=== block 1 ===
### Routing congestion map, block 1

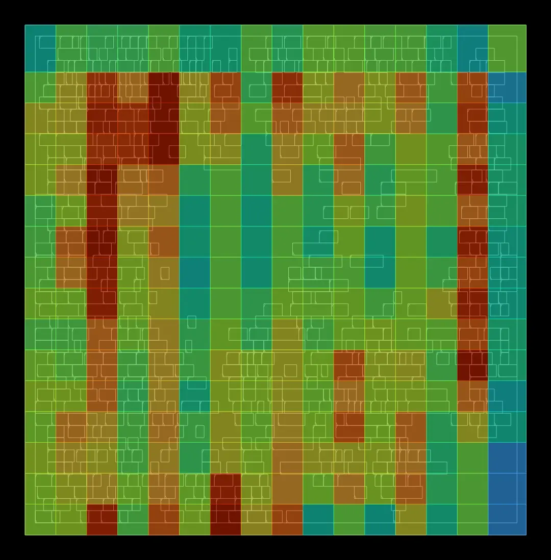

## config.mk

```make
export PLATFORM = sky130hd
export DESIGN_NAME = mem_port_arbiter
export DESIGN_NICKNAME = d
export VERILOG_FILES = /design/src/rtl/mem_port_arbiter.sv
export SDC_FILE = /design/constraint.sdc
export NUM_CORES = 1
export LEC_CHECK = 0
export ABC_AREA = 0
export CAP_MARGIN = 25
export CORE_AREA = 2 2 110 112
export DETAILED_ROUTE_END_ITERATION = 7
export DIE_AREA = 0 0 112 114
export PLACE_DENSITY = 0.62
export SLEW_MARGIN = 20
export SYNTH_ARGS = -nofsm -noshare
export SYNTH_HDL_FRONTEND = slang
export SYNTH_SLANG_ARGS = --single-unit
```

## constraint.sdc

```tcl
create_clock -name clk -period 1.9 [get_ports clk]
set_input_delay 0.475 -clock clk [delete_from_list [all_inputs] [get_ports clk]]
set_output_delay 0.475 -clock clk [all_outputs]
set_load 0.005 [all_outputs]
```

## src/rtl/mem_port_arbiter.sv

```systemverilog
// Shares one memory port between instruction fetch and load/store: arbitrates,
// tracks the owner, routes responses back and aborts on response timeout.
// Build option: define ARB_RR_EN for round-robin; otherwise LS has fixed priority over IF.
module mem_port_arbiter #(
    parameter int ADDR_W  = 32,
    parameter int DATA_W  = 32,
    parameter int TIMEOUT = 255
) (
    input  logic                clk,
    input  logic                reset,
    input  logic                if_req,
    input  logic [ADDR_W-1:0]   if_addr,
    output logic                if_gnt,
    output logic                if_rvalid,
    output logic [DATA_W-1:0]   if_rdata,
    input  logic                ls_req,
    input  logic                ls_we,
    input  logic [ADDR_W-1:0]   ls_addr,
    input  logic [DATA_W-1:0]   ls_wdata,
    input  logic [DATA_W/8-1:0] ls_be,
    output logic                ls_gnt,
    output logic                ls_rvalid,
    output logic [DATA_W-1:0]   ls_rdata,
    output logic                mem_req,
    output logic                mem_we,
    output logic [ADDR_W-1:0]   mem_addr,
    output logic [DATA_W-1:0]   mem_wdata,
    output logic [DATA_W/8-1:0] mem_be,
    input  logic                mem_ready,
    input  logic                mem_rvalid,
    input  logic [DATA_W-1:0]   mem_rdata,
    output logic                stall_f,
    output logic                bus_err,
    output logic [1:0]          dbg_state
);

    typedef enum logic [1:0] {
        ST_IDLE    = 2'd0,
        ST_IF_WAIT = 2'd1,
        ST_LS_WAIT = 2'd2
    } state_t;

    // Timeout fires in the wait cycle that would bring the count to TIMEOUT.
    localparam logic [7:0] TO_LAST = 8'(TIMEOUT - 1);

    state_t     r_state;
    logic [7:0] r_wait_cnt;
    logic       r_bus_err;

    logic w_idle;
    logic w_wait;
    logic w_sel_ls;
    logic w_sel_if;
    logic w_issue;
    logic w_accept;
    logic w_timeout;
    logic w_done;

`ifdef ARB_RR_EN
    logic r_last_ls;
    assign w_sel_ls = ls_req && (!if_req || !r_last_ls);
`else
    assign w_sel_ls = ls_req;
`endif
    assign w_sel_if = if_req && !w_sel_ls;

    assign w_idle    = (r_state == ST_IDLE);
    assign w_wait    = (r_state == ST_IF_WAIT) || (r_state == ST_LS_WAIT);
    assign w_issue   = w_idle && (if_req || ls_req);
    assign w_accept  = w_issue && mem_ready;
    assign w_timeout = w_wait && !mem_rvalid && (r_wait_cnt == TO_LAST);
    assign w_done    = w_wait && (mem_rvalid || w_timeout);

    // Request fields follow the live selection; nothing is latched before acceptance.
    always_comb begin
        mem_we    = 1'b0;
        mem_addr  = '0;
        mem_wdata = '0;
        mem_be    = '0;
        if (w_issue) begin
            if (w_sel_ls) begin
                mem_we    = ls_we;
                mem_addr  = ls_addr;
                mem_wdata = ls_wdata;
                mem_be    = ls_be;
            end else begin
                mem_addr  = if_addr;
                mem_be    = '1;
            end
        end
    end

    assign mem_req   = w_issue;
    assign if_gnt    = w_accept && w_sel_if;
    assign ls_gnt    = w_accept && w_sel_ls;
    assign if_rvalid = w_done && (r_state == ST_IF_WAIT);
    assign ls_rvalid = w_done && (r_state == ST_LS_WAIT);
    assign if_rdata  = ((r_state == ST_IF_WAIT) && mem_rvalid) ? mem_rdata : '0;
    assign ls_rdata  = ((r_state == ST_LS_WAIT) && mem_rvalid) ? mem_rdata : '0;
    assign stall_f   = if_req && !if_gnt;
    assign bus_err   = r_bus_err;
    assign dbg_state = r_state;

    always_ff @(posedge clk or negedge reset) begin
        if (!reset) begin
            r_state    <= ST_IDLE;
            r_wait_cnt <= 8'd0;
            r_bus_err  <= 1'b0;
`ifdef ARB_RR_EN
            r_last_ls  <= 1'b1;
`endif
        end else begin
            r_bus_err <= w_timeout;
            case (r_state)
                ST_IDLE: begin
                    if (w_accept) begin
                        r_state    <= w_sel_ls ? ST_LS_WAIT : ST_IF_WAIT;
                        r_wait_cnt <= 8'd0;
`ifdef ARB_RR_EN
                        r_last_ls  <= w_sel_ls;
`endif
                    end
                end
                ST_IF_WAIT, ST_LS_WAIT: begin
                    if (w_done) begin
                        r_state <= ST_IDLE;
                    end else begin
                        r_wait_cnt <= r_wait_cnt + 8'd1;
                    end
                end
                default: r_state <= ST_IDLE;
            endcase
        end
    end

endmodule

```

=== block 2 ===
--- config.mk ---
export PLATFORM = sky130hd
export DESIGN_NAME = noc_packet_loopback
export DESIGN_NICKNAME = d
export VERILOG_FILES = /design/src/rtl/noc_packet_loopback.sv
export SDC_FILE = /design/constraint.sdc
export NUM_CORES = 1
export LEC_CHECK = 0
export ABC_CLOCK_PERIOD_IN_PS = 4850
export CAP_MARGIN = 10
export CORE_ASPECT_RATIO = 0.7
export CORE_UTILIZATION = 35
export CTS_BUF_LIST = sky130_fd_sc_hd__clkbuf_2 sky130_fd_sc_hd__clkbuf_4 sky130_fd_sc_hd__clkbuf_8
export CTS_CLUSTER_SIZE = 16
export DETAILED_ROUTE_END_ITERATION = 6
export PLACE_DENSITY = 0.59
export SLEW_MARGIN = 0
export SYNTH_ARGS = -nofsm -noshare
export SYNTH_HDL_FRONTEND = slang
export SYNTH_SLANG_ARGS = --single-unit
--- constraint.sdc ---
create_clock -name clk -period 4.85 [get_ports clk]
set_input_delay 0.7275 -clock clk [delete_from_list [all_inputs] [get_ports clk]]
set_output_delay 0.7275 -clock clk [all_outputs]
set_load 0.05 [all_outputs]
--- src/rtl/noc_packet_loopback.sv ---
// Store-and-forward NoC packet reflector: buffers one packet, swaps dest/src, replays it.
// Optional header swap is compiled in with NOC_LOOPBACK_SWAP_EN.
module noc_packet_loopback #(
    parameter int FLIT_WIDTH  = 32,
    parameter int DEST_WIDTH  = 5,
    parameter int CLASS_WIDTH = 3,
    parameter int MAX_PKT_LEN = 8
) (
    input  logic                  clk,
    input  logic                  rst,
    input  logic [FLIT_WIDTH-1:0] in_flit,
    input  logic                  in_last,
    input  logic                  in_valid,
    output logic                  in_ready,
    output logic [FLIT_WIDTH-1:0] out_flit,
    output logic                  out_last,
    output logic                  out_valid,
    input  logic                  out_ready,
    output logic [15:0]           pkt_count,
    output logic [15:0]           drop_count
);
    localparam int PTR_W  = (MAX_PKT_LEN > 1) ? $clog2(MAX_PKT_LEN) : 1;
    localparam int LEN_W  = $clog2(MAX_PKT_LEN + 1);
    localparam int SRC_HI = FLIT_WIDTH - DEST_WIDTH - CLASS_WIDTH - 1;

    typedef enum logic [1:0] {RECV, SEND, DROP} state_t;

    state_t                  state;
    logic [FLIT_WIDTH-1:0]   pkt_buf [MAX_PKT_LEN];
    logic [PTR_W-1:0]        wr_ptr;
    logic [PTR_W-1:0]        rd_ptr;
    logic [LEN_W-1:0]        pkt_len;
    logic [FLIT_WIDTH-1:0]   rd_word;
    logic                    in_hs;

    assign in_hs = in_valid & in_ready;

    always_ff @(posedge clk) begin
        if (!rst && state == RECV && in_hs)
            pkt_buf[wr_ptr] <= in_flit;
    end

    always_ff @(posedge clk) begin
        if (rst) begin
            state      <= RECV;
            wr_ptr     <= '0;
            rd_ptr     <= '0;
            pkt_len    <= '0;
            in_ready   <= 1'b0;
            out_valid  <= 1'b0;
            out_last   <= 1'b0;
            pkt_count  <= '0;
            drop_count <= '0;
        end else begin
            case (state)
                RECV: begin
                    in_ready <= 1'b1;
                    if (in_hs) begin
                        if (in_last) begin
                            pkt_len   <= LEN_W'(wr_ptr) + LEN_W'(1);
                            rd_ptr    <= '0;
                            in_ready  <= 1'b0;
                            out_valid <= 1'b1;
                            out_last  <= (wr_ptr == '0);
                            state     <= SEND;
                        end else if (wr_ptr == PTR_W'(MAX_PKT_LEN - 1)) begin
                            // Packet cannot fit; swallow the rest until its last flit.
                            wr_ptr <= '0;
                            state  <= DROP;
                        end else begin
                            wr_ptr <= wr_ptr + 1'b1;
                        end
                    end
                end
                DROP: begin
                    in_ready <= 1'b1;
                    if (in_hs && in_last) begin
                        drop_count <= drop_count + 16'd1;
                        wr_ptr     <= '0;
                        state      <= RECV;
                    end
                end
                SEND: begin
                    if (out_ready) begin
                        if (out_last) begin
                            pkt_count <= pkt_count + 16'd1;
                            rd_ptr    <= '0;
                            wr_ptr    <= '0;
                            out_valid <= 1'b0;
                            out_last  <= 1'b0;
                            in_ready  <= 1'b1;
                            state     <= RECV;
                        end else begin
                            rd_ptr   <= rd_ptr + 1'b1;
                            out_last <= (int'(rd_ptr) + 2 == int'(pkt_len));
                        end
                    end
                end
                default: state <= RECV;
            endcase
        end
    end

    always_comb begin
        rd_word = pkt_buf[rd_ptr];
`ifdef NOC_LOOPBACK_SWAP_EN
        if (rd_ptr == '0) begin
            rd_word[FLIT_WIDTH-1 -: DEST_WIDTH] = pkt_buf[rd_ptr][SRC_HI -: DEST_WIDTH];
            rd_word[SRC_HI -: DEST_WIDTH]       = pkt_buf[rd_ptr][FLIT_WIDTH-1 -: DEST_WIDTH];
        end
`endif
        // Drive zero when idle so stale buffer contents never leak out.
        out_flit = out_valid ? rd_word : '0;
    end
endmodule

=== block 3 ===
$ cat config.mk
export PLATFORM = sky130hd
export DESIGN_NAME = mux_rr_stream
export DESIGN_NICKNAME = d
export VERILOG_FILES = /design/src/rtl/mux_rr_stream.sv
export SDC_FILE = /design/constraint.sdc
export NUM_CORES = 1
export LEC_CHECK = 0
export CORE_ASPECT_RATIO = 1.5
export CORE_MARGIN = 2
export CORE_UTILIZATION = 38
export DETAILED_ROUTE_END_ITERATION = 8
export PLACE_DENSITY_LB_ADDON = 0.08
export RECOVER_POWER = 25
export REMOVE_ABC_BUFFERS = 1
export SYNTH_ARGS = -nofsm -noshare
export SYNTH_HDL_FRONTEND = slang
export SYNTH_SLANG_ARGS = --single-unit
$ cat constraint.sdc
create_clock -name clk -period 3.1 [get_ports clk]
set_input_delay 0.31 -clock clk [delete_from_list [all_inputs] [get_ports clk]]
set_output_delay 0.31 -clock clk [all_outputs]
set_load 0.02 [all_outputs]
$ cat src/rtl/mux_rr_stream.sv
// 4:1 round-robin stream mux with a registered, source-tagged output.
// Grant is combinational; one word per cycle with pass-through on drain.
module mux_rr_stream #(
  parameter int W = 8
) (
  input  logic           clk,
  input  logic           rst,
  input  logic [4*W-1:0] in_data,
  input  logic [3:0]     in_valid,
  output logic [3:0]     in_ready,
  output logic [W-1:0]   out_data,
  output logic [1:0]     out_sel,
  output logic           out_valid,
  input  logic           out_ready
);

  typedef enum logic {
    EMPTY = 1'b0,
    FULL  = 1'b1
  } state_t;

  state_t         r_state;
  state_t         w_state_nxt;
  logic [1:0]     r_ptr;
  logic [W-1:0]   r_data;
  logic [1:0]     r_sel;

  logic           w_can_load;
  logic           w_found;
  logic [1:0]     w_g;
  logic [1:0]     w_idx;
  logic           w_grant;
  logic [W-1:0]   w_gdata;

  assign w_can_load = (r_state == EMPTY) || out_ready;

  // Scan from the far end so the channel nearest ptr wins.
  always_comb begin
    w_found = 1'b0;
    w_g     = r_ptr;
    w_idx   = r_ptr;
    for (int k = 3; k >= 0; k--) begin
      w_idx = r_ptr + 2'(k);
      if (in_valid[w_idx]) begin
        w_found = 1'b1;
        w_g     = w_idx;
      end
    end
  end

  assign w_grant  = !rst && w_can_load && w_found;
  assign in_ready = w_grant ? (4'b0001 << w_g) : 4'b0000;

  always_comb begin
    w_gdata = '0;
    unique case (1'b1)
      (w_g == 2'd0): w_gdata = in_data[0*W +: W];
      (w_g == 2'd1): w_gdata = in_data[1*W +: W];
      (w_g == 2'd2): w_gdata = in_data[2*W +: W];
      default:       w_gdata = in_data[3*W +: W];
    endcase
  end

  always_comb begin
    w_state_nxt = r_state;
    if (w_grant)
      w_state_nxt = FULL;
    else if (r_state == FULL && out_ready)
      w_state_nxt = EMPTY;
  end

  always_ff @(posedge clk) begin
    if (rst) begin
      r_state <= EMPTY;
    end else begin
      r_state <= w_state_nxt;
    end
  end

  always_ff @(posedge clk) begin
    if (rst) begin
      r_data <= '0;
      r_sel  <= 2'd0;
      r_ptr  <= 2'd0;
    end else if (w_grant) begin
      r_data <= w_gdata;
      r_sel  <= w_g;
      r_ptr  <= w_g + 2'd1;
    end
  end

  assign out_data  = r_data;
  assign out_sel   = r_sel;
  assign out_valid = (r_state == FULL);

endmodule

### M4 wires, block 2

The bar under the picture is 50 um long.
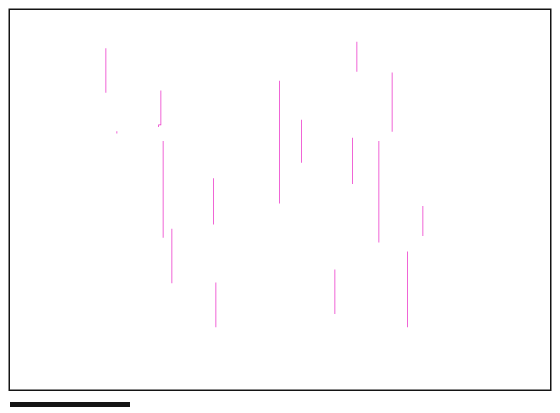
main direction: vertical
share of all routed wire: 1.4%
Final Routed Wirelength: 26.2 mm
Via Count: 6,507

==> summary.txt, block 2 <==
Notes from the flow run.

Timing:
- On the final layout, the worst hold slack is roughly 470 ps.
- The run puts the time the worst path needs with I/O delays and setup at slightly below 4000 ps.
- The final hold violation count recorded for this run is 0.

Synth:
- The run gives the synthesized netlist cell count as roughly 700.
- Sorting the synthesized cells by how often they occur yields sky130_fd_sc_hd__edfxtp_1 (256), sky130_fd_sc_hd__mux4_2 (64), sky130_fd_sc_hd__dfxtp_1 (50).
- The run gives the post-synthesis compound-gate area fraction as 2.41%.
- For reference, the top logic cell family by area is multiplexers.

Clock network:
- The run puts the TritonCTS buffer count at ~47.
- The run gives the H-tree depth as 2.
- The run puts the count of cells resized by post-cts repair at 0.
- The run gives the root cell of the clock tree as sky130_fd_sc_hd__clkbuf_8.

Pwr:
- The clock network consumes a total of about 2.1 mW.
- The run puts the power of the combinational group at ~0.37 mW.
- The run puts the switching share of total power at about 23%.
- The run puts the sequential power share at a little over half.
- The run puts the clock group share of total power at 39.5%.
- The flow reports power dissipated in sequential cells as 2.89 mW.

Setup path:
- The run gives the logic depth of the worst setup path including buffers as 5.
- The run puts the endpoint arrival time on the critical path at about 3200 ps.
- The report shows a maximum critical-path fanout of 28.
- The run puts the maximum single-stage delay on the critical path at between 800 and 900 ps.

Final layout:
- The run gives the fill cell total of the finished layout as slightly below 3,000.
- The run puts the final design utilization at between 40 and 50%.
- The run puts the area of all placed cells without fillers at 14,900 um^2.

Min path:
- The run gives the class of the worst hold path as register to register.
- Hold analysis lists the worst path endpoint as pkt_len[2]$_SDFFE_PP0P_.

Place:
- The run puts the cell total after placement at 1,257.

Detailed routing:
- The run puts the detailed-router iteration count before antenna repair at 6.
- The run puts the detailed-route vias per instance at 4.84.

Outcome:
- The flow ran to the end, and the final reports show no timing, DRC or antenna violations.

Die:
- Per the OpenROAD floorplan log, the area of the core is roughly 34,000 um^2.

Global routing:
- The run puts the global-route met2 utilization at between 20% and 30%.
[block 2: worst register-to-register path: cells and delay by family (launching register included)]
family                   cells  cell delay (ps)
AND/OR/NAND/NOR              3             1240
buffers and inverters        3              470
adder cells (fa/ha/maj)      1              340
flip-flops                   1              340
[block 2: flip-flops by register name (all words and copies together) (netlist names), named ones only]
register / flops
out_valid: 1
out_last: 1
pkt_len: 4
state: 2
drop_count: 16
pkt_buf: 256
pkt_count: 16
rd_ptr: 3
wr_ptr: 3
in_ready: 1
[block 2: logic make-up (layout without fill, tap and decap cells)]
group	count (synthesis)	count (layout)
flip-flops	306	306
AND-OR/OR-AND	47	47
other	0	1
AND/OR/NAND/NOR	176	176
adder cells (fa/ha/maj)	11	11
XOR/XNOR	22	22
buffers and inverters	38	216
multiplexers	101	101
[block 2: area by class of cell]
type                       instances  area, um^2  area share (%)
antenna                            1        2.50          0.0168
clock buffer                      64         800            5.36
clock inverter                    22         126           0.847
inverter                           7        26.3           0.176
multi-input combinational        357        3460            23.2
sequential                       306        8690            58.3
tap                              464         581            3.89
timing repair buffer             123        1230            8.22
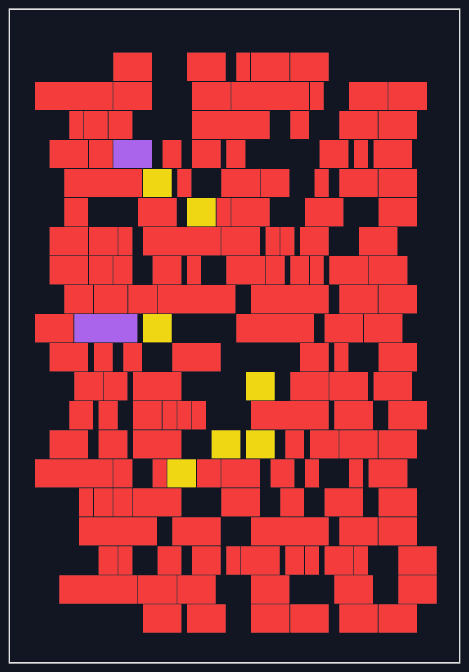
*Drive-strength map, block 3*
[yellow] x3 and x4 | cells: 7 | share: 4.5%
[purple] x2 | cells: 2 | share: 1.3%
[red] x1 and smaller | cells: 145 | share: 94%
total non-filler cell area in the finished layout: 1400 um^2
setup slack after layout: 256 ps
Layout area overhead: 68.9%

==> summary.txt, block 3 <==
Notes from the flow run.

Outcome:
- The flow ran to the end, and the final reports show no timing, DRC or antenna violations.

Pwr:
- The run gives the flip-flop and latch power as roughly 0.19 mW.
- For this design the ratio of total power to cell area is between 300 and 400 nW/um^2.

Flow run:
- The report counts max-capacitance violations totalling 0.

Global routing:
- The run puts the global-route met2 utilization at roughly two fifths.
- The run puts the initial antenna violation count at 0.
- Global routing consumed, on the met1 layer, a little under a quarter of the routing resources.

Synth:
- In the synthesized netlist, the dominant kind of combinational cell is AND-OR/OR-AND gates.
- The run puts the share of async-settable or async-resettable flops after synthesis at 0%.

Setup path:
- The run gives the maximum single-stage delay on the critical path as between 500 and 600 ps.
- The startpoint identified for the worst register-to-register timing path is r_ptr[1]$_SDFFE_PP0P_.
- Per STA, the startpoint of the critical path is in_valid[3].

Timing:
- Endpoints failing hold in the final report were tallied at 0.
- Setup repair after global routing left no endpoint under its margin.

Clock network:
- The run puts the clock-pin slew reported for the worst setup and hold paths after clock tree synthesis at about 80 ps.
- The clock passes through at most 2 buffers.

Place:
- The run puts the worst setup timing slack at the placement stage at about 160 ps.

Detailed routing:
- The first routing iteration left about 46 violations.
- The run puts the detailed-route vias per instance at approximately 5.6.

Die:
- In this run the core area contains 20 standard-cell rows.
block 3: sequential cells by signal, summed over array words and instances, names as in the netlist:
register   count
out_data       8
out_sel        2
out_valid      1
r_ptr          2
block 3: cell type report:
cell class | instances | area (um^2) | area share (%)
Inverter | 4 | 15.0 | 1.08
Sequential cell | 13 | 260 | 18.7
Clock buffer | 4 | 26.3 | 1.88
Timing Repair Buffer | 57 | 561 | 40.2
Tap cell | 22 | 27.5 | 1.97
Multi-Input combinational cell | 76 | 505 | 36.2
block 3: metal layers:
layer / up-vias / part of all wire (%)
met4: 0 / 1.7
met1: 447 / 39
met5: - / 0
met2: 45 / 51
li1: 487 / -
met3: 6 / 7.8
block 3: kinds of logic after synthesis:
family,Yosys count
AND/OR/NAND/NOR,36
AND-OR/OR-AND,35
flip-flops,13
buffers and inverters,12
adder cells (fa/ha/maj),5
block 3: through the flow:
step,util (%),hold slack (ps)
floorplan,-,379
global placement,66.6,443
detailed placement,66.6,447
CTS,67.9,458
global route,68.0,475
finish,68.0,453
### Routed metal, one colour a layer, block 1

Two of the layers only.
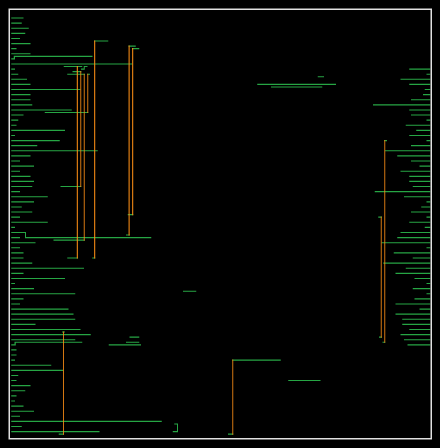
[orange] M4 | wire length: 421 um
[green] M3 | wire length: 1,070 um
Via Count: 3,550
average wire per cell in the routed design: 17.6 um
Final Routed Wirelength: 13.6 mm

### M4 wires, block 1

The bar under the picture is 20 um long.
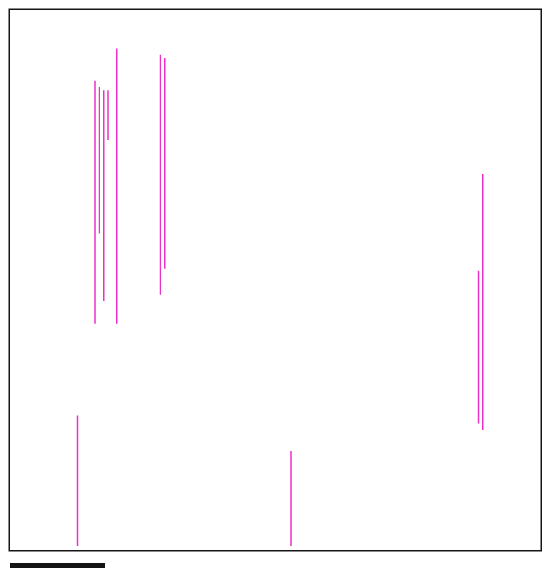
share of all routed wire: 3.1%
nets with wire on the layer: 11
longest straight run: 57.8 um
wire length on this layer: 421 um
main direction: vertical

About 'Routing congestion map' of block 1:
overall fraction of global-route tracks in use: 18.6%
Core Util, Final: 50.7%
GR Util met3: 4.52%

==> summary.txt, block 1 <==
Notes from the flow run.

Outcome:
- The flow ran to the end, but the final reports show violations.
- The final reports fail on negative setup slack.

Timing:
- Once routing completed, OpenROAD measured the worst setup slack at -125 ps.
- The run gives the worst clock skew as between 0.9 and 1 ps.
- The run puts the final count of negative-setup-slack endpoints at 94.
- The run puts the time the worst path needs with I/O delays and setup at a little over 2000 ps.

Pwr:
- The script extracted a net switching power of about 2.1 mW.
- In this run, the clock network consumes under 10% of the power.
- The run puts the switching share of total power at roughly 40%.

Synth:
- Of the total synthesized cell area, the portion taken by AND-OR and OR-AND cells is a little under a tenth.
- The run puts the post-synth tally of flip-flops with integrated enable at 0.
- The largest total area in the synthesized netlist belongs to sky130_fd_sc_hd__and3_1.

Place:
- The run puts the detailed-placement wirelength estimate at around 10 mm.

Final layout:
- The run puts the fraction of final layout cells with drive strength greater than 1 at between 40% and 50%.

Setup path:
- Measured in cells, the most critical reg-to-reg path has a length of 9.
- For reference, the critical path is launched at dbg_state[1]$_DFFE_PN0P_.
- The run puts the logic depth of the worst setup path including buffers at 7.
block 1: area by class of cell:
type / count / area (um^2)
Fill cell: 1094 / 5770
Inverter: 11 / 43.8
Timing Repair Buffer: 365 / 3370
Clock buffer: 4 / 78.8
Multi-Input combinational cell: 234 / 1990
Tap cell: 147 / 184
Sequential cell: 11 / 275
block 1: state kept, by name (all words and copies together), names as in the netlist:
register	flops
bus_err	1
dbg_state	2
r_wait_cnt	8
block 1: stage by stage:
stage                     setup TNS, ps  util [%]  std cells  cell area (um^2)  setup slack [ps]
after floorplan                       0         -        283              1990              56.3
after global placement           -74170      44.5        721              5210              -838
after detailed placement         -77410      44.5        721              5210              -878
after CTS                        -12320      47.2        758              5520              -218
after global routing             -13770      50.7        772              5940              -196
final                             -4190      50.7        772              5940              -125
block 1: routing by layer:
metal / part of all wire (%) / wire [um] / vias to the layer above / GRT usage [%]
met5: 0 / 0 / - / 0
met2: 54 / 7300 / 181 / 36.6
met1: 35 / 4770 / 1634 / 19.3
li1: - / - / 1713 / -
met3: 7.9 / 1070 / 22 / 4.52
met4: 3.1 / 420 / 0 / 5.85

=== block 4 ===
### Register map, names as in the netlist, block 4

The bar under the picture is 10 um long. Other sequential cells in the stronger grey, the rest of the logic in the fainter grey.
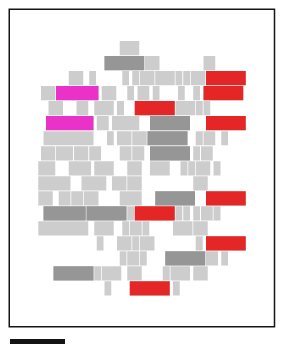

File: config.mk
export PLATFORM = sky130hd
export DESIGN_NAME = fifo_stream_out
export DESIGN_NICKNAME = d
export VERILOG_FILES = /design/src/rtl/fifo_stream_out.sv
export SDC_FILE = /design/constraint.sdc
export NUM_CORES = 1
export LEC_CHECK = 0
export CAP_MARGIN = 15
export CORE_ASPECT_RATIO = 1.25
export CORE_MARGIN = 5
export CORE_UTILIZATION = 50
export DETAILED_ROUTE_END_ITERATION = 6
export DONT_BUFFER_PORTS = 1
export PLACE_DENSITY = 0.69
export SYNTH_ARGS = -nofsm -noshare
export SYNTH_HDL_FRONTEND = slang
export SYNTH_SLANG_ARGS = --single-unit
File: constraint.sdc
create_clock -name clk -period 1.34 [get_ports clk]
set_input_delay 0.201 -clock clk [delete_from_list [all_inputs] [get_ports clk]]
set_output_delay 0.201 -clock clk [all_outputs]
set_load 0.02 [all_outputs]
File: src/rtl/fifo_stream_out.sv
// Read-side adapter for the synchronous fifo: issues rd_en, absorbs the
// one-cycle read latency and presents words on a valid/ready stream through
// a two-entry skid buffer (head = output word, tail = overflow slot).
module fifo_stream_out #(
  parameter int WIDTH = 8
) (
  input  logic             clk,
  input  logic             n_reset,
  input  logic             fifo_empty,
  input  logic [WIDTH-1:0] fifo_data,
  output logic             fifo_rd_en,
  output logic [WIDTH-1:0] m_data,
  output logic             m_valid,
  input  logic             m_ready,
  output logic [1:0]       buf_level
);

  logic [1:0]       count_q, count_d;
  logic             pending_q;
  logic [WIDTH-1:0] head_q, head_d;
  logic [WIDTH-1:0] tail_q, tail_d;

  logic       pop;
  logic [1:0] after_pop;
  logic [2:0] occ;
  logic [2:0] lim;

  assign pop       = (count_q != 2'd0) && m_ready;
  assign after_pop = count_q - {1'b0, pop};

  // Slots already committed (held + in flight) must stay below the room
  // available this cycle; a pop frees a slot in the same cycle, which is
  // what lets the read issue combinationally from m_ready at full rate.
  assign occ        = {1'b0, count_q} + {2'b00, pending_q};
  assign lim        = 3'd2 + {2'b00, pop};
  assign fifo_rd_en = n_reset && !fifo_empty && (occ < lim);

  assign m_valid   = (count_q != 2'd0);
  assign m_data    = head_q;
  assign buf_level = count_q;

  // Next-state of the skid buffer: pop shifts tail->head, an arriving word
  // lands in the first free slot after the pop.
  always_comb begin
    count_d = after_pop + {1'b0, pending_q};
    head_d  = head_q;
    tail_d  = tail_q;
    if (pop && (count_q == 2'd2))
      head_d = tail_q;
    if (pending_q) begin
      if (after_pop == 2'd0)
        head_d = fifo_data;
      else
        tail_d = fifo_data;
    end
  end

  // State registers with synchronous active-low reset; a reset drops any
  // in-flight and buffered words.
  always_ff @(posedge clk) begin
    if (!n_reset) begin
      count_q   <= 2'd0;
      pending_q <= 1'b0;
      head_q    <= '0;
      tail_q    <= '0;
    end else begin
      count_q   <= count_d;
      pending_q <= fifo_rd_en;
      head_q    <= head_d;
      tail_q    <= tail_d;
    end
  end

endmodule
=== block 5 ===
<file path="src/rtl/cam_entry_writer.sv">
// cam_entry_writer: update-side controller for a two-slice transposed CAM.
// Each request read-modify-writes both slice RAMs to set or clear one entry's
// bit. A per-entry shadow key lets erase and overwrite find the old word
// without the requester supplying it. After reset the slice RAMs are swept to zero.
module cam_entry_writer #(
    parameter int DATA_WIDTH  = 15,
    parameter int ADDR_WIDTH  = 24,
    parameter int SLICE_WIDTH = 12,
    parameter int IDX_W       = 4
) (
    input  logic                  clk,
    input  logic                  rst_n,
    input  logic                  req_valid,
    output logic                  req_ready,
    input  logic                  req_op,
    input  logic [ADDR_WIDTH-1:0] req_key,
    input  logic [IDX_W-1:0]      req_idx,
    output logic                  resp_valid,
    output logic                  resp_err,
    output logic                  resp_replaced,
    output logic                  busy,
    output logic                  ram_en,
    output logic                  ram_we,
    output logic [ADDR_WIDTH-1:0] ram_addr,
    output logic [DATA_WIDTH-1:0] ram_din0,
    output logic [DATA_WIDTH-1:0] ram_din1,
    input  logic [DATA_WIDTH-1:0] ram_dout0,
    input  logic [DATA_WIDTH-1:0] ram_dout1
);

    localparam logic [SLICE_WIDTH-1:0] SWEEP_LAST  = '1;
    localparam logic [IDX_W:0]         ENTRY_LIMIT = (IDX_W+1)'(DATA_WIDTH);
    localparam logic                   OP_ERASE    = 1'b1;

    typedef enum logic [2:0] {
        S_INIT,
        S_IDLE,
        S_RD_OLD,
        S_CLR_OLD,
        S_RD_NEW,
        S_SET_NEW,
        S_DONE
    } state_t;

    state_t                  state_q, state_d;
    logic [SLICE_WIDTH-1:0]  cnt_q, cnt_d;
    logic                    op_q, op_d;
    logic [ADDR_WIDTH-1:0]   key_q, key_d;
    logic [IDX_W-1:0]        idx_q, idx_d;
    logic                    err_q, err_d;
    logic                    repl_q, repl_d;
    logic [DATA_WIDTH-1:0]   entry_valid_q, entry_valid_d;

    logic                    ram_en_q, ram_en_d;
    logic                    ram_we_q, ram_we_d;
    logic [ADDR_WIDTH-1:0]   ram_addr_q, ram_addr_d;
    logic                    req_ready_q, req_ready_d;
    logic                    busy_q, busy_d;
    logic                    resp_valid_q, resp_valid_d;
    logic                    resp_err_q, resp_err_d;
    logic                    resp_replaced_q, resp_replaced_d;

    // Shadow copy of the key stored by each entry; only meaningful where entry_valid is set.
    logic [ADDR_WIDTH-1:0]   shadow_key_q [DATA_WIDTH];
    logic                    shadow_we;
    logic [ADDR_WIDTH-1:0]   shadow_old;
    logic [DATA_WIDTH-1:0]   mask;

    assign mask = DATA_WIDTH'(1) << idx_q;

    // Old key of the entry being addressed next cycle; guarded so an
    // out-of-range index never reads past the table.
    always_comb begin
        shadow_old = '0;
        if ({1'b0, idx_d} < ENTRY_LIMIT) begin
            shadow_old = shadow_key_q[idx_d];
        end
    end

    // Next-state, request latching and registered-output computation.
    always_comb begin
        state_d         = state_q;
        cnt_d           = cnt_q;
        op_d            = op_q;
        key_d           = key_q;
        idx_d           = idx_q;
        err_d           = err_q;
        repl_d          = repl_q;
        entry_valid_d   = entry_valid_q;
        shadow_we       = 1'b0;

        case (state_q)
            S_INIT: begin
                if (cnt_q == SWEEP_LAST) begin
                    state_d = S_IDLE;
                end else begin
                    cnt_d = cnt_q + 1'b1;
                end
            end
            S_IDLE: begin
                if (req_valid) begin
                    op_d   = req_op;
                    key_d  = req_key;
                    idx_d  = req_idx;
                    err_d  = 1'b0;
                    repl_d = 1'b0;
                    if ({1'b0, req_idx} >= ENTRY_LIMIT) begin
                        err_d   = 1'b1;
                        state_d = S_DONE;
                    end else if (entry_valid_q[req_idx]) begin
                        repl_d  = 1'b1;
                        state_d = S_RD_OLD;
                    end else if (req_op == OP_ERASE) begin
                        state_d = S_DONE;
                    end else begin
                        state_d = S_RD_NEW;
                    end
                end
            end
            S_RD_OLD: begin
                state_d = S_CLR_OLD;
            end
            S_CLR_OLD: begin
                entry_valid_d[idx_q] = 1'b0;
                state_d = (op_q == OP_ERASE) ? S_DONE : S_RD_NEW;
            end
            S_RD_NEW: begin
                state_d = S_SET_NEW;
            end
            S_SET_NEW: begin
                entry_valid_d[idx_q] = 1'b1;
                shadow_we = 1'b1;
                state_d   = S_DONE;
            end
            S_DONE: begin
                state_d = S_IDLE;
            end
            default: begin
                state_d = S_IDLE;
            end
        endcase

        // Outputs are decoded from the state being entered so they line up with it.
        ram_en_d        = (state_d == S_RD_OLD) || (state_d == S_RD_NEW);
        ram_we_d        = (state_d == S_INIT) || (state_d == S_CLR_OLD) || (state_d == S_SET_NEW);
        req_ready_d     = (state_d == S_IDLE);
        busy_d          = (state_d != S_IDLE);
        resp_valid_d    = (state_d == S_DONE);
        resp_err_d      = (state_d == S_DONE) && err_d;
        resp_replaced_d = (state_d == S_DONE) && repl_d;

        case (state_d)
            S_INIT:              ram_addr_d = {cnt_d, cnt_d};
            S_RD_OLD, S_CLR_OLD: ram_addr_d = shadow_old;
            S_RD_NEW, S_SET_NEW: ram_addr_d = key_d;
            default:             ram_addr_d = '0;
        endcase
    end

    // Controller state and registered outputs; reset restarts the sweep.
    always_ff @(posedge clk or negedge rst_n) begin
        if (!rst_n) begin
            state_q         <= S_INIT;
            cnt_q           <= '0;
            op_q            <= 1'b0;
            key_q           <= '0;
            idx_q           <= '0;
            err_q           <= 1'b0;
            repl_q          <= 1'b0;
            entry_valid_q   <= '0;
            ram_en_q        <= 1'b0;
            ram_we_q        <= 1'b1;
            ram_addr_q      <= '0;
            req_ready_q     <= 1'b0;
            busy_q          <= 1'b1;
            resp_valid_q    <= 1'b0;
            resp_err_q      <= 1'b0;
            resp_replaced_q <= 1'b0;
        end else begin
            state_q         <= state_d;
            cnt_q           <= cnt_d;
            op_q            <= op_d;
            key_q           <= key_d;
            idx_q           <= idx_d;
            err_q           <= err_d;
            repl_q          <= repl_d;
            entry_valid_q   <= entry_valid_d;
            ram_en_q        <= ram_en_d;
            ram_we_q        <= ram_we_d;
            ram_addr_q      <= ram_addr_d;
            req_ready_q     <= req_ready_d;
            busy_q          <= busy_d;
            resp_valid_q    <= resp_valid_d;
            resp_err_q      <= resp_err_d;
            resp_replaced_q <= resp_replaced_d;
        end
    end

    // Shadow key table: captured when the new bit is committed to the slices.
    always_ff @(posedge clk) begin
        if (shadow_we) begin
            shadow_key_q[idx_q] <= key_q;
        end
    end

    // Write data depends on the word read the previous cycle, so it is formed
    // from ram_dout in the write state itself; zero outside CAM writes.
    always_comb begin
        ram_din0 = '0;
        ram_din1 = '0;
        if (state_q == S_CLR_OLD) begin
            ram_din0 = ram_dout0 & ~mask;
            ram_din1 = ram_dout1 & ~mask;
        end else if (state_q == S_SET_NEW) begin
            ram_din0 = ram_dout0 | mask;
            ram_din1 = ram_dout1 | mask;
        end
    end

    assign req_ready     = req_ready_q;
    assign busy          = busy_q;
    assign resp_valid    = resp_valid_q;
    assign resp_err      = resp_err_q;
    assign resp_replaced = resp_replaced_q;
    assign ram_en        = ram_en_q;
    assign ram_we        = ram_we_q;
    assign ram_addr      = ram_addr_q;

endmodule

</file>
<file path="config.mk">
export PLATFORM = sky130hd
export DESIGN_NAME = cam_entry_writer
export DESIGN_NICKNAME = d
export VERILOG_FILES = /design/src/rtl/cam_entry_writer.sv
export SDC_FILE = /design/constraint.sdc
export NUM_CORES = 1
export LEC_CHECK = 0
export CAP_MARGIN = 20
export CORE_ASPECT_RATIO = 1.2
export CORE_MARGIN = 2
export CORE_UTILIZATION = 55
export DETAILED_ROUTE_END_ITERATION = 7
export PLACE_DENSITY = 0.76
export SLEW_MARGIN = 0
export SYNTH_ARGS = -nofsm -noshare
export SYNTH_HDL_FRONTEND = slang
export SYNTH_SLANG_ARGS = --single-unit
</file>
<file path="constraint.sdc">
create_clock -name clk -period 2.9 [get_ports clk]
set_input_delay 0.29 -clock clk [delete_from_list [all_inputs] [get_ports clk]]
set_output_delay 0.29 -clock clk [all_outputs]
set_load 0.02 [all_outputs]
</file>
=== block 6 ===
**config.mk**
```make
export PLATFORM = sky130hd
export DESIGN_NAME = addr_burst_sequencer
export DESIGN_NICKNAME = d
export VERILOG_FILES = /design/src/rtl/addr_burst_sequencer.sv
export SDC_FILE = /design/constraint.sdc
export NUM_CORES = 1
export LEC_CHECK = 0
export CELL_PAD_IN_SITES_DETAIL_PLACEMENT = 2
export CELL_PAD_IN_SITES_GLOBAL_PLACEMENT = 2
export CORE_ASPECT_RATIO = 1.75
export CORE_MARGIN = 4
export CORE_UTILIZATION = 33
export CTS_CLUSTER_DIAMETER = 100
export CTS_CLUSTER_SIZE = 24
export DETAILED_ROUTE_END_ITERATION = 16
export PLACE_DENSITY = 0.79
export SLEW_MARGIN = 20
export SYNTH_ARGS = -nofsm -noshare
export SYNTH_HDL_FRONTEND = slang
export SYNTH_SLANG_ARGS = --single-unit
```
**constraint.sdc**
```tcl
create_clock -name clk -period 2.41 [get_ports clk]
set_input_delay 0.482 -clock clk [delete_from_list [all_inputs] [get_ports clk]]
set_output_delay 0.482 -clock clk [all_outputs]
set_load 0.1 [all_outputs]
```
**src/rtl/addr_burst_sequencer.sv**
```systemverilog
// Burst address issuer: queues {base, len} requests and drives one counter index per cycle.
// Optional beat counter output io_beat_count is enabled by defining ADDR_BURST_SEQUENCER_STATS_EN.
module addr_burst_sequencer #(
   parameter int ADDR_W     = 3,
   parameter int LEN_W      = 8,
   parameter int FIFO_DEPTH = 4
) (
   input  logic              clk,
   input  logic              reset,
   input  logic              io_req_valid,
   output logic              io_req_ready,
   input  logic [ADDR_W-1:0] io_req_addr,
   input  logic [LEN_W-1:0]  io_req_len,
   input  logic              io_hold,
   output logic [31:0]       io_addr,
   output logic              io_addr_valid,
   output logic              io_done,
`ifdef ADDR_BURST_SEQUENCER_STATS_EN
   output logic [31:0]       io_beat_count,
`endif
   output logic              io_busy
);

   localparam int PTR_W = (FIFO_DEPTH > 1) ? $clog2(FIFO_DEPTH) : 1;
   localparam int ENT_W = ADDR_W + LEN_W;
   localparam logic [PTR_W:0] FULL_CNT = (PTR_W + 1)'(FIFO_DEPTH);

   typedef enum logic {IDLE, RUN} state_t;

   state_t            state;
   logic [ADDR_W-1:0] cur;
   logic [LEN_W-1:0]  remaining;
   logic [PTR_W-1:0]  rd_ptr;
   logic [PTR_W-1:0]  wr_ptr;
   logic [PTR_W:0]    count;
   logic [ENT_W-1:0]  fifo_mem [FIFO_DEPTH];

   logic              push;
   logic              pop;
   logic [ENT_W-1:0]  head;
   logic [ADDR_W-1:0] head_addr;
   logic [LEN_W-1:0]  head_len;

   assign io_req_ready = (count != FULL_CNT);
   assign push         = io_req_valid && io_req_ready;
   assign pop          = !io_hold && (state == IDLE) && (count != '0);
   assign head         = fifo_mem[rd_ptr];
   assign head_addr    = head[ENT_W-1:LEN_W];
   assign head_len     = head[LEN_W-1:0];
   assign io_busy      = (count != '0) || (state == RUN);

   // NOTE: FIFO storage has no reset; occupancy alone decides which entries are meaningful.
   always_ff @(posedge clk) begin
      if (push) fifo_mem[wr_ptr] <= {io_req_addr, io_req_len};
   end

`ifdef ADDR_BURST_SEQUENCER_STATS_EN
   logic issue;
   assign issue = !io_hold && ((state == RUN) || (pop && head_len != '0));
`endif

   always_ff @(posedge clk) begin
      if (reset) begin
         state         <= IDLE;
         cur           <= '0;
         remaining     <= '0;
         rd_ptr        <= '0;
         wr_ptr        <= '0;
         count         <= '0;
         io_addr       <= '0;
         io_addr_valid <= 1'b0;
         io_done       <= 1'b0;
`ifdef ADDR_BURST_SEQUENCER_STATS_EN
         io_beat_count <= '0;
`endif
      end else begin
         if (push) wr_ptr <= wr_ptr + 1'b1;
         if (pop)  rd_ptr <= rd_ptr + 1'b1;
         case ({push, pop})
            2'b10:   count <= count + 1'b1;
            2'b01:   count <= count - 1'b1;
            default: count <= count;
         endcase

         // Hold freezes sequencing state but leaves io_addr showing the last beat.
         if (io_hold) begin
            io_addr_valid <= 1'b0;
            io_done       <= 1'b0;
         end else begin
            case (state)
               RUN: begin
                  io_addr       <= {{(32-ADDR_W){1'b0}}, cur};
                  cur           <= cur + 1'b1;
                  remaining     <= remaining - 1'b1;
                  io_addr_valid <= 1'b1;
                  io_done       <= (remaining == LEN_W'(1));
                  if (remaining == LEN_W'(1)) state <= IDLE;
               end
               default: begin
                  if (pop && head_len != '0) begin
                     io_addr       <= {{(32-ADDR_W){1'b0}}, head_addr};
                     cur           <= head_addr + 1'b1;
                     remaining     <= head_len - 1'b1;
                     io_addr_valid <= 1'b1;
                     io_done       <= (head_len == LEN_W'(1));
                     if (head_len != LEN_W'(1)) state <= RUN;
                  end else begin
                     io_addr_valid <= 1'b0;
                     io_done       <= 1'b0;
                  end
               end
            endcase
         end

`ifdef ADDR_BURST_SEQUENCER_STATS_EN
         if (issue) io_beat_count <= io_beat_count + 1'b1;
`endif
      end
   end

endmodule

```
### M4 wires, block 5

The bar under the picture is 50 um long.
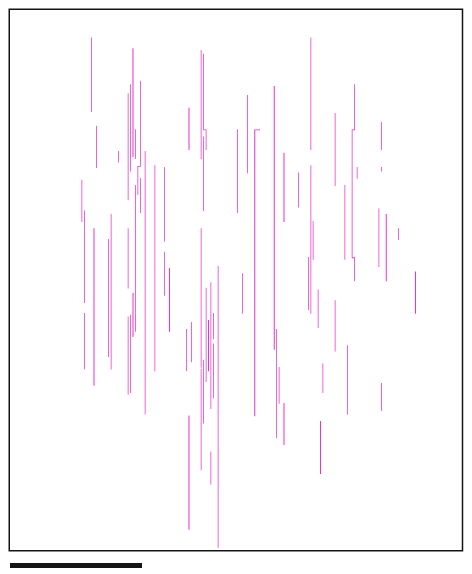
main direction: vertical
wire length on this layer: 2,260 um
longest straight run: 108 um
nets with wire on the layer: 51
share of all routed wire: 4.6%
Via Count: 12,800
Final Routed Wirelength: 49.6 mm

==> summary.txt, block 5 <==
Notes from the flow run.

Timing:
- The run gives the worst relative slew slack as 54.7%.
- The final timing report lists clock skew as between 15 and 20 ps.

Global routing:
- Global routing consumed, on the met2 layer, approximately 48% of the routing resources.
- Looking at the global route congestion table, the highest-usage layer is met2.

Synth:
- The run puts the post-synth area from yosys stat at 18,300 um^2.
- The run gives the most common cell in the synthesized netlist as sky130_fd_sc_hd__edfxtp_1.
- The run gives the prevailing post-synth register cell as sky130_fd_sc_hd__edfxtp_1.

Final layout:
- The run gives the antenna diode instance count as 0.

Pwr:
- The run gives the sequential power share as 40.8%.
- The run gives the power of the combinational group as just over 8 mW.

Setup path:
- The run puts the endpoint arrival time on the critical path at between 3000 and 4000 ps.
- The run gives the slack of the worst reg-to-reg path as 80 ps.

Clock network:
- The run gives the number of sinks on the clock net as 452.

Die:
- The run gives the total number of placement rows as around 73.
- The run puts the width of the chip at 171 um.

Place:
- The run gives the detailed-placement wirelength estimate as 31.3 mm.

Outcome:
- The flow ran to the end, and the final reports show no timing, DRC or antenna violations.
-- block 5: final cells by class --
| type | count | area [um^2] | share of cell area [%] |
|---|---|---|---|
| Tap cell | 450 | 563 | 2.54 |
| Sequential cell | 452 | 13100 | 59.1 |
| Multi-Input combinational cell | 868 | 4870 | 21.9 |
| Timing Repair Buffer | 221 | 2180 | 9.83 |
| Clock buffer | 68 | 1270 | 5.72 |
| Inverter | 17 | 68.8 | 0.310 |
| Clock inverter | 12 | 131 | 0.592 |
-- block 5: metrics by stage --
stage,utilization [%],worst slack [ps],cells,instance area (um^2),hold WS [ps]
3_5_place_dp,62.8,-64.1,2001,20700,369
2_1_floorplan,-,324,1415,18300,-5.59
4_1_cts,67.2,-46.4,2085,22100,286
5_1_grt,67.4,15.1,2088,22200,297
3_3_place_gp,62.8,33.2,2001,20700,363
6_report,67.4,84.8,2088,22200,293
-- block 5: sequential cells by signal, indices dropped and copies added, names as in the netlist, named ones only --
signal,count
busy,1
cnt_q,12
err_q,1
idx_q,4
key_q,24
op_q,1
ram_addr,24
ram_en,1
ram_we,1
repl_q,1
req_ready,1
resp_err,1
resp_replaced,1
resp_valid,1
shadow_key_q,360
state_q,3
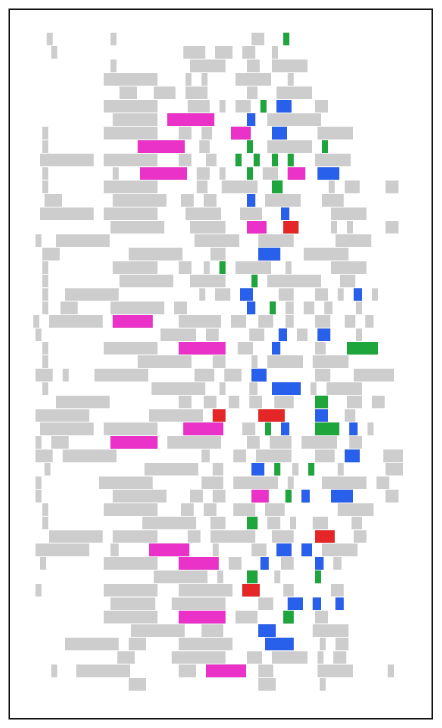
*Selected gate families, block 6*
[blue] aoi and oai cells | cells: 31 | most used: a21oi_1
[magenta] mux cells | cells: 15 | most used: mux4_1
[red] non-inverting ao/oa cells | cells: 5
[green] nand cells | cells: 24 | most used: nand2_1
multi-input gate share of total cell area: 33.4%
most instantiated logic cell after routing: sky130_fd_sc_hd__edfxtp_1

### Routing congestion map, block 6

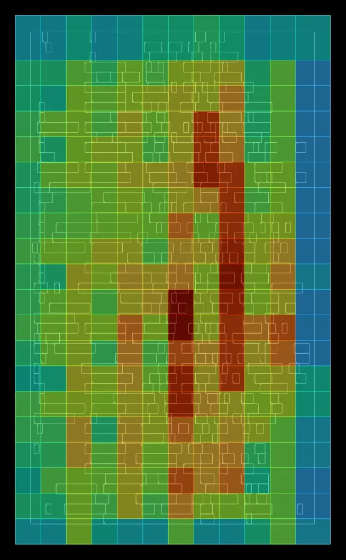
overall fraction of global-route tracks in use: 14.7%
GR Util met1: 15.0%
Core Util, Final: 42.2%
GR Layer Usage met2: 29.0%
routing layer with the top usage in global route: met2

==> summary.txt, block 6 <==
Notes from the flow run.

Outcome:
- The run finished with clean final reports.

Clock network:
- The run puts the hold-fix buffer count after cts at 0.
- The run gives the H-tree depth as 3.

Final layout:
- The run gives the dominant kind of cell as sequential cells.
- The largest registers in the layout are fifo_mem x44, remaining x8.
- Ranked by flip-flop count, first place goes to fifo_mem.
- The run puts the fill cell total of the finished layout at approximately 1,000.
- In the layout the commonest cells are sky130_fd_sc_hd__edfxtp_1 (44), sky130_fd_sc_hd__buf_4 (36), sky130_fd_sc_hd__conb_1 (29).
- Multi-input combinational cells in the finished layout were counted as 179.

Min path:
- In the hold report, the worst path ends at cur[1]$_SDFFE_PP0P_.

Detailed routing:
- The run puts the overall routed net length at 8.86 mm.

Synth:
- The run gives the register area share after synthesis as between 50% and 60%.

Setup path:
- The STA report counts the stages on the worst setup path as 6.
- For the worst setup path, the data required time is around 2600 ps.
- Per STA, the endpoint of the critical path is remaining[7]$_SDFFE_PP0P_.
- The worst setup path is captured at a register.
- In the setup report, the worst path falls into the class register to register.

Timing:
- Setup repair after global routing could not meet its margin everywhere.
- The run gives the setup slack of the critical path after layout as slightly above 40 ps.
- The run puts the final period utilization at 98.3%.

Pwr:
- The run gives the power density normalized to cell area as 1360 nW/um^2.

Die:
- The run puts the total number of placement rows at between 40 and 50.
==> block 6: layer usage <==
layer | share of wire (%) | routed length, um | track usage [%]
met3 | 2.5 | 223 | 2.94
met5 | 0 | 0 | 0
met1 | 36 | 3180 | 15.0
met4 | 2.3 | 200 | 4.75
met2 | 59 | 5260 | 29.0
==> block 6: power breakdown <==
part | internal (mW) | switching [mW]
Sequential | 1.51 | 0.181
Combinational | 1.07 | 1.61
Clock | 1.01 | 0.512
Total | 3.58 | 2.30
==> block 6: cells by family (layout without fill, tap and decap cells) <==
group / after synthesis / after routing / synth area share, %
simple gates: 75 / 75 / 12.0
flops: 70 / 70 / 53.4
buf+inv: 53 / 85 / 10.4
compound gates: 35 / 36 / 7.22
mux: 15 / 15 / 9.29
fa+ha+maj: 12 / 12 / 4.57
xor+xnor: 12 / 12 / 3.05
other cells: 1 / 29 / 0.109
==> block 6: through the flow <==
step,util [%],area (um^2)
global route,42.2,4320
finish,42.2,4320
detailed placement,37.5,3840
global placement,37.5,3840
floorplan,-,3570
CTS,40.9,4190
### Routed metal, one colour a layer, block 4

Two of the layers only.
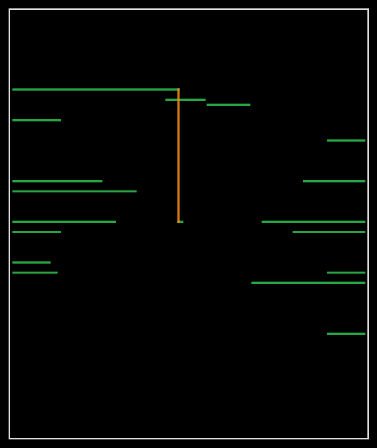
[green] M3 | wire length: 158 um
[orange] M4 | wire length: 17.7 um
Final Routed Wirelength: 1.94 mm
Via Count: 744
average wire per cell in the routed design: 14.8 um
overall fraction of global-route tracks in use: 15.8%

About 'Register map, names as in the netlist' of block 4:
[red] m_data | flops: 8
[magenta] buf_level | flops: 2
Core Util, Final: 59.9%
reported sequential group power: 0.635 mW
share of cell area taken by flip-flops and latches: 37.0%
flip-flop and latch area: 387 um^2

==> summary.txt, block 4 <==
Notes from the flow run.

Timing:
- The run gives the time the worst path needs with I/O delays and setup as ~1600 ps.
- The run puts the worst-margin pin slew at about 330 ps.
- Setup repair after global routing could not meet its margin everywhere.
- Once routing completed, OpenROAD measured the worst setup slack at -234 ps.
- The last timing report of the flow puts the setup violation total at 2.
- The run puts the summed negative setup slack over all endpoints at -291 ps.

Synth:
- The run puts the post-synthesis share of cell area spent on full adders, half adders and majority gates at between 4 and 5%.
- The run puts the number of synthesized register bits at 19.
- The run gives the prevailing post-synth register cell as sky130_fd_sc_hd__dfxtp_1.
- Yosys printed 0 warnings.
- The run puts the cell area after technology mapping at about 900 um^2.

Final layout:
- The net count of the finished layout is roughly 130.
- The layout summary lists the proportion of cells stronger than drive strength 1 as between 20% and 30%.
- The run puts the combinational fraction of the cell area at approximately half.

Flow run:
- The run reported a max-capacitance violation count of 0.

Outcome:
- The final reports fail on negative setup slack.
- The run finished, with violations left.

Setup path:
- The run gives the kind of cell adding the most delay to the critical path as flip-flops.
- The run puts the required time of the critical path at ~1100 ps.
- The run puts the largest fanout on the critical path at 3.

Clock network:
- TritonCTS built the clock tree.
- The run gives the TritonCTS buffer count as 3.

Global routing:
- The run puts the first-pass GRT wire length at between 3 and 4 mm.

Place:
- The run gives the total cell area at the placement stage as 932 um^2.

Die:
- The floorplan has 17 rows.
-- block 4: state kept, by name (all words and copies together) (netlist names) --
name       flops
tail_q         8
buf_level      2
m_data         8
pending_q      1
-- block 4: repair_timing --
| action | in CTS | in global routing |
|---|---|---|
| buffers inserted | 1 | 2 |
| gates resized | 7 | 8 |
| pin swaps | 3 | 2 |
| cloned | 0 | 0 |
| hold buffers | 0 | 0 |
| setup endpoints to repair | 2 | 17 |
-- block 4: routing by layer --
layer,part of all wire [%],track usage [%]
met5,0,0
met4,0.88,6.92
met3,8.1,4.42
met2,54,25.9
met1,37,18.2
-- block 4: power breakdown --
| part | switching [mW] | internal, mW |
|---|---|---|
| combinational | 0.0611 | 0.0648 |
| clock | 0.166 | 0.116 |
| sequential | 0.0441 | 0.591 |
| total | 0.271 | 0.772 |
-- block 4: worst paths after layout --
kind                              to  cells after the start
min reg2reg   tail_q[2]$_SDFFE_PN0P_                      2
max                       fifo_rd_en                      3
min             m_data[2]$_SDFF_PN0_                      2
max reg2reg  buf_level[1]$_SDFF_PN0_                      6


==> screenshots <==
Selected gate families.
panel A
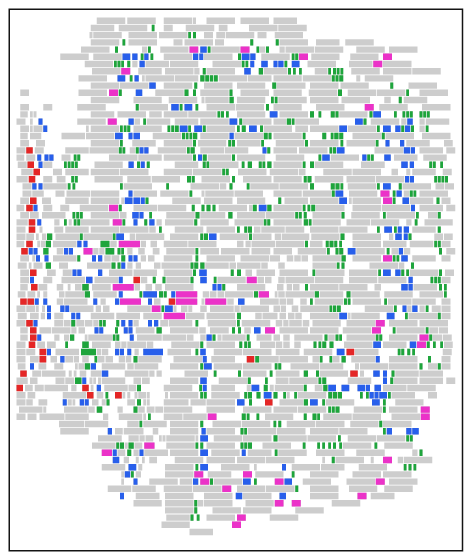
panel B
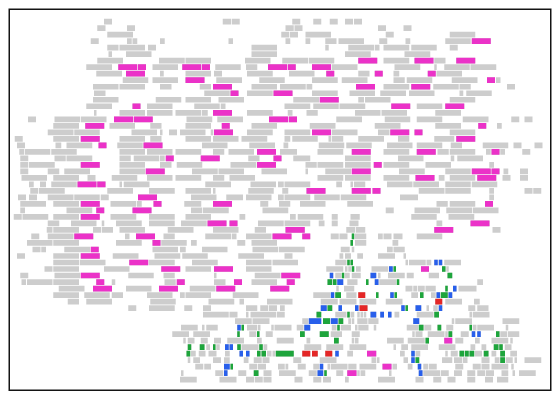
panel C
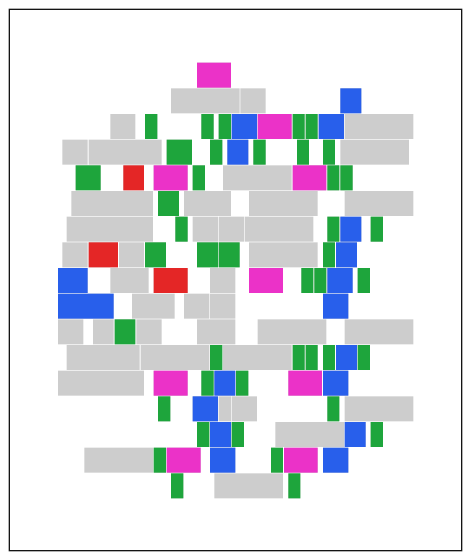
panel D
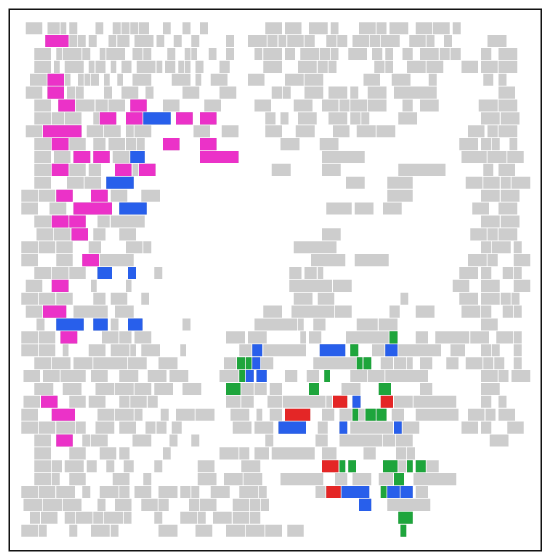
panel E
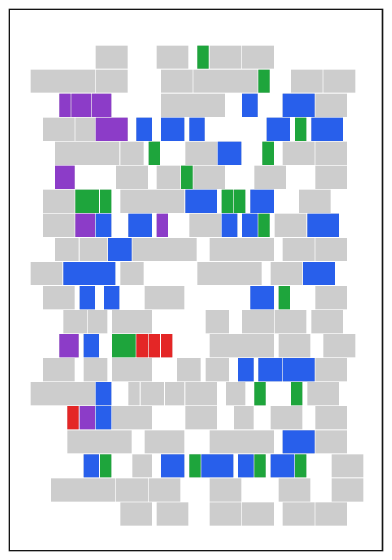
For block 5, see panel A.
For block 1, see panel D.
For block 3, see panel E.
For block 2, see panel B.
For block 4, see panel C.
Of these, fewest cells: panel C

Key to panel C:
[red] and/or cells | cells: 3
[green] nand cells | cells: 42 | most used: nand2_1
[blue] aoi and oai cells | cells: 18
[magenta] mux cells | cells: 9 | most used: mux2i_1

Power is estimated from default activity; no workload was simulated.
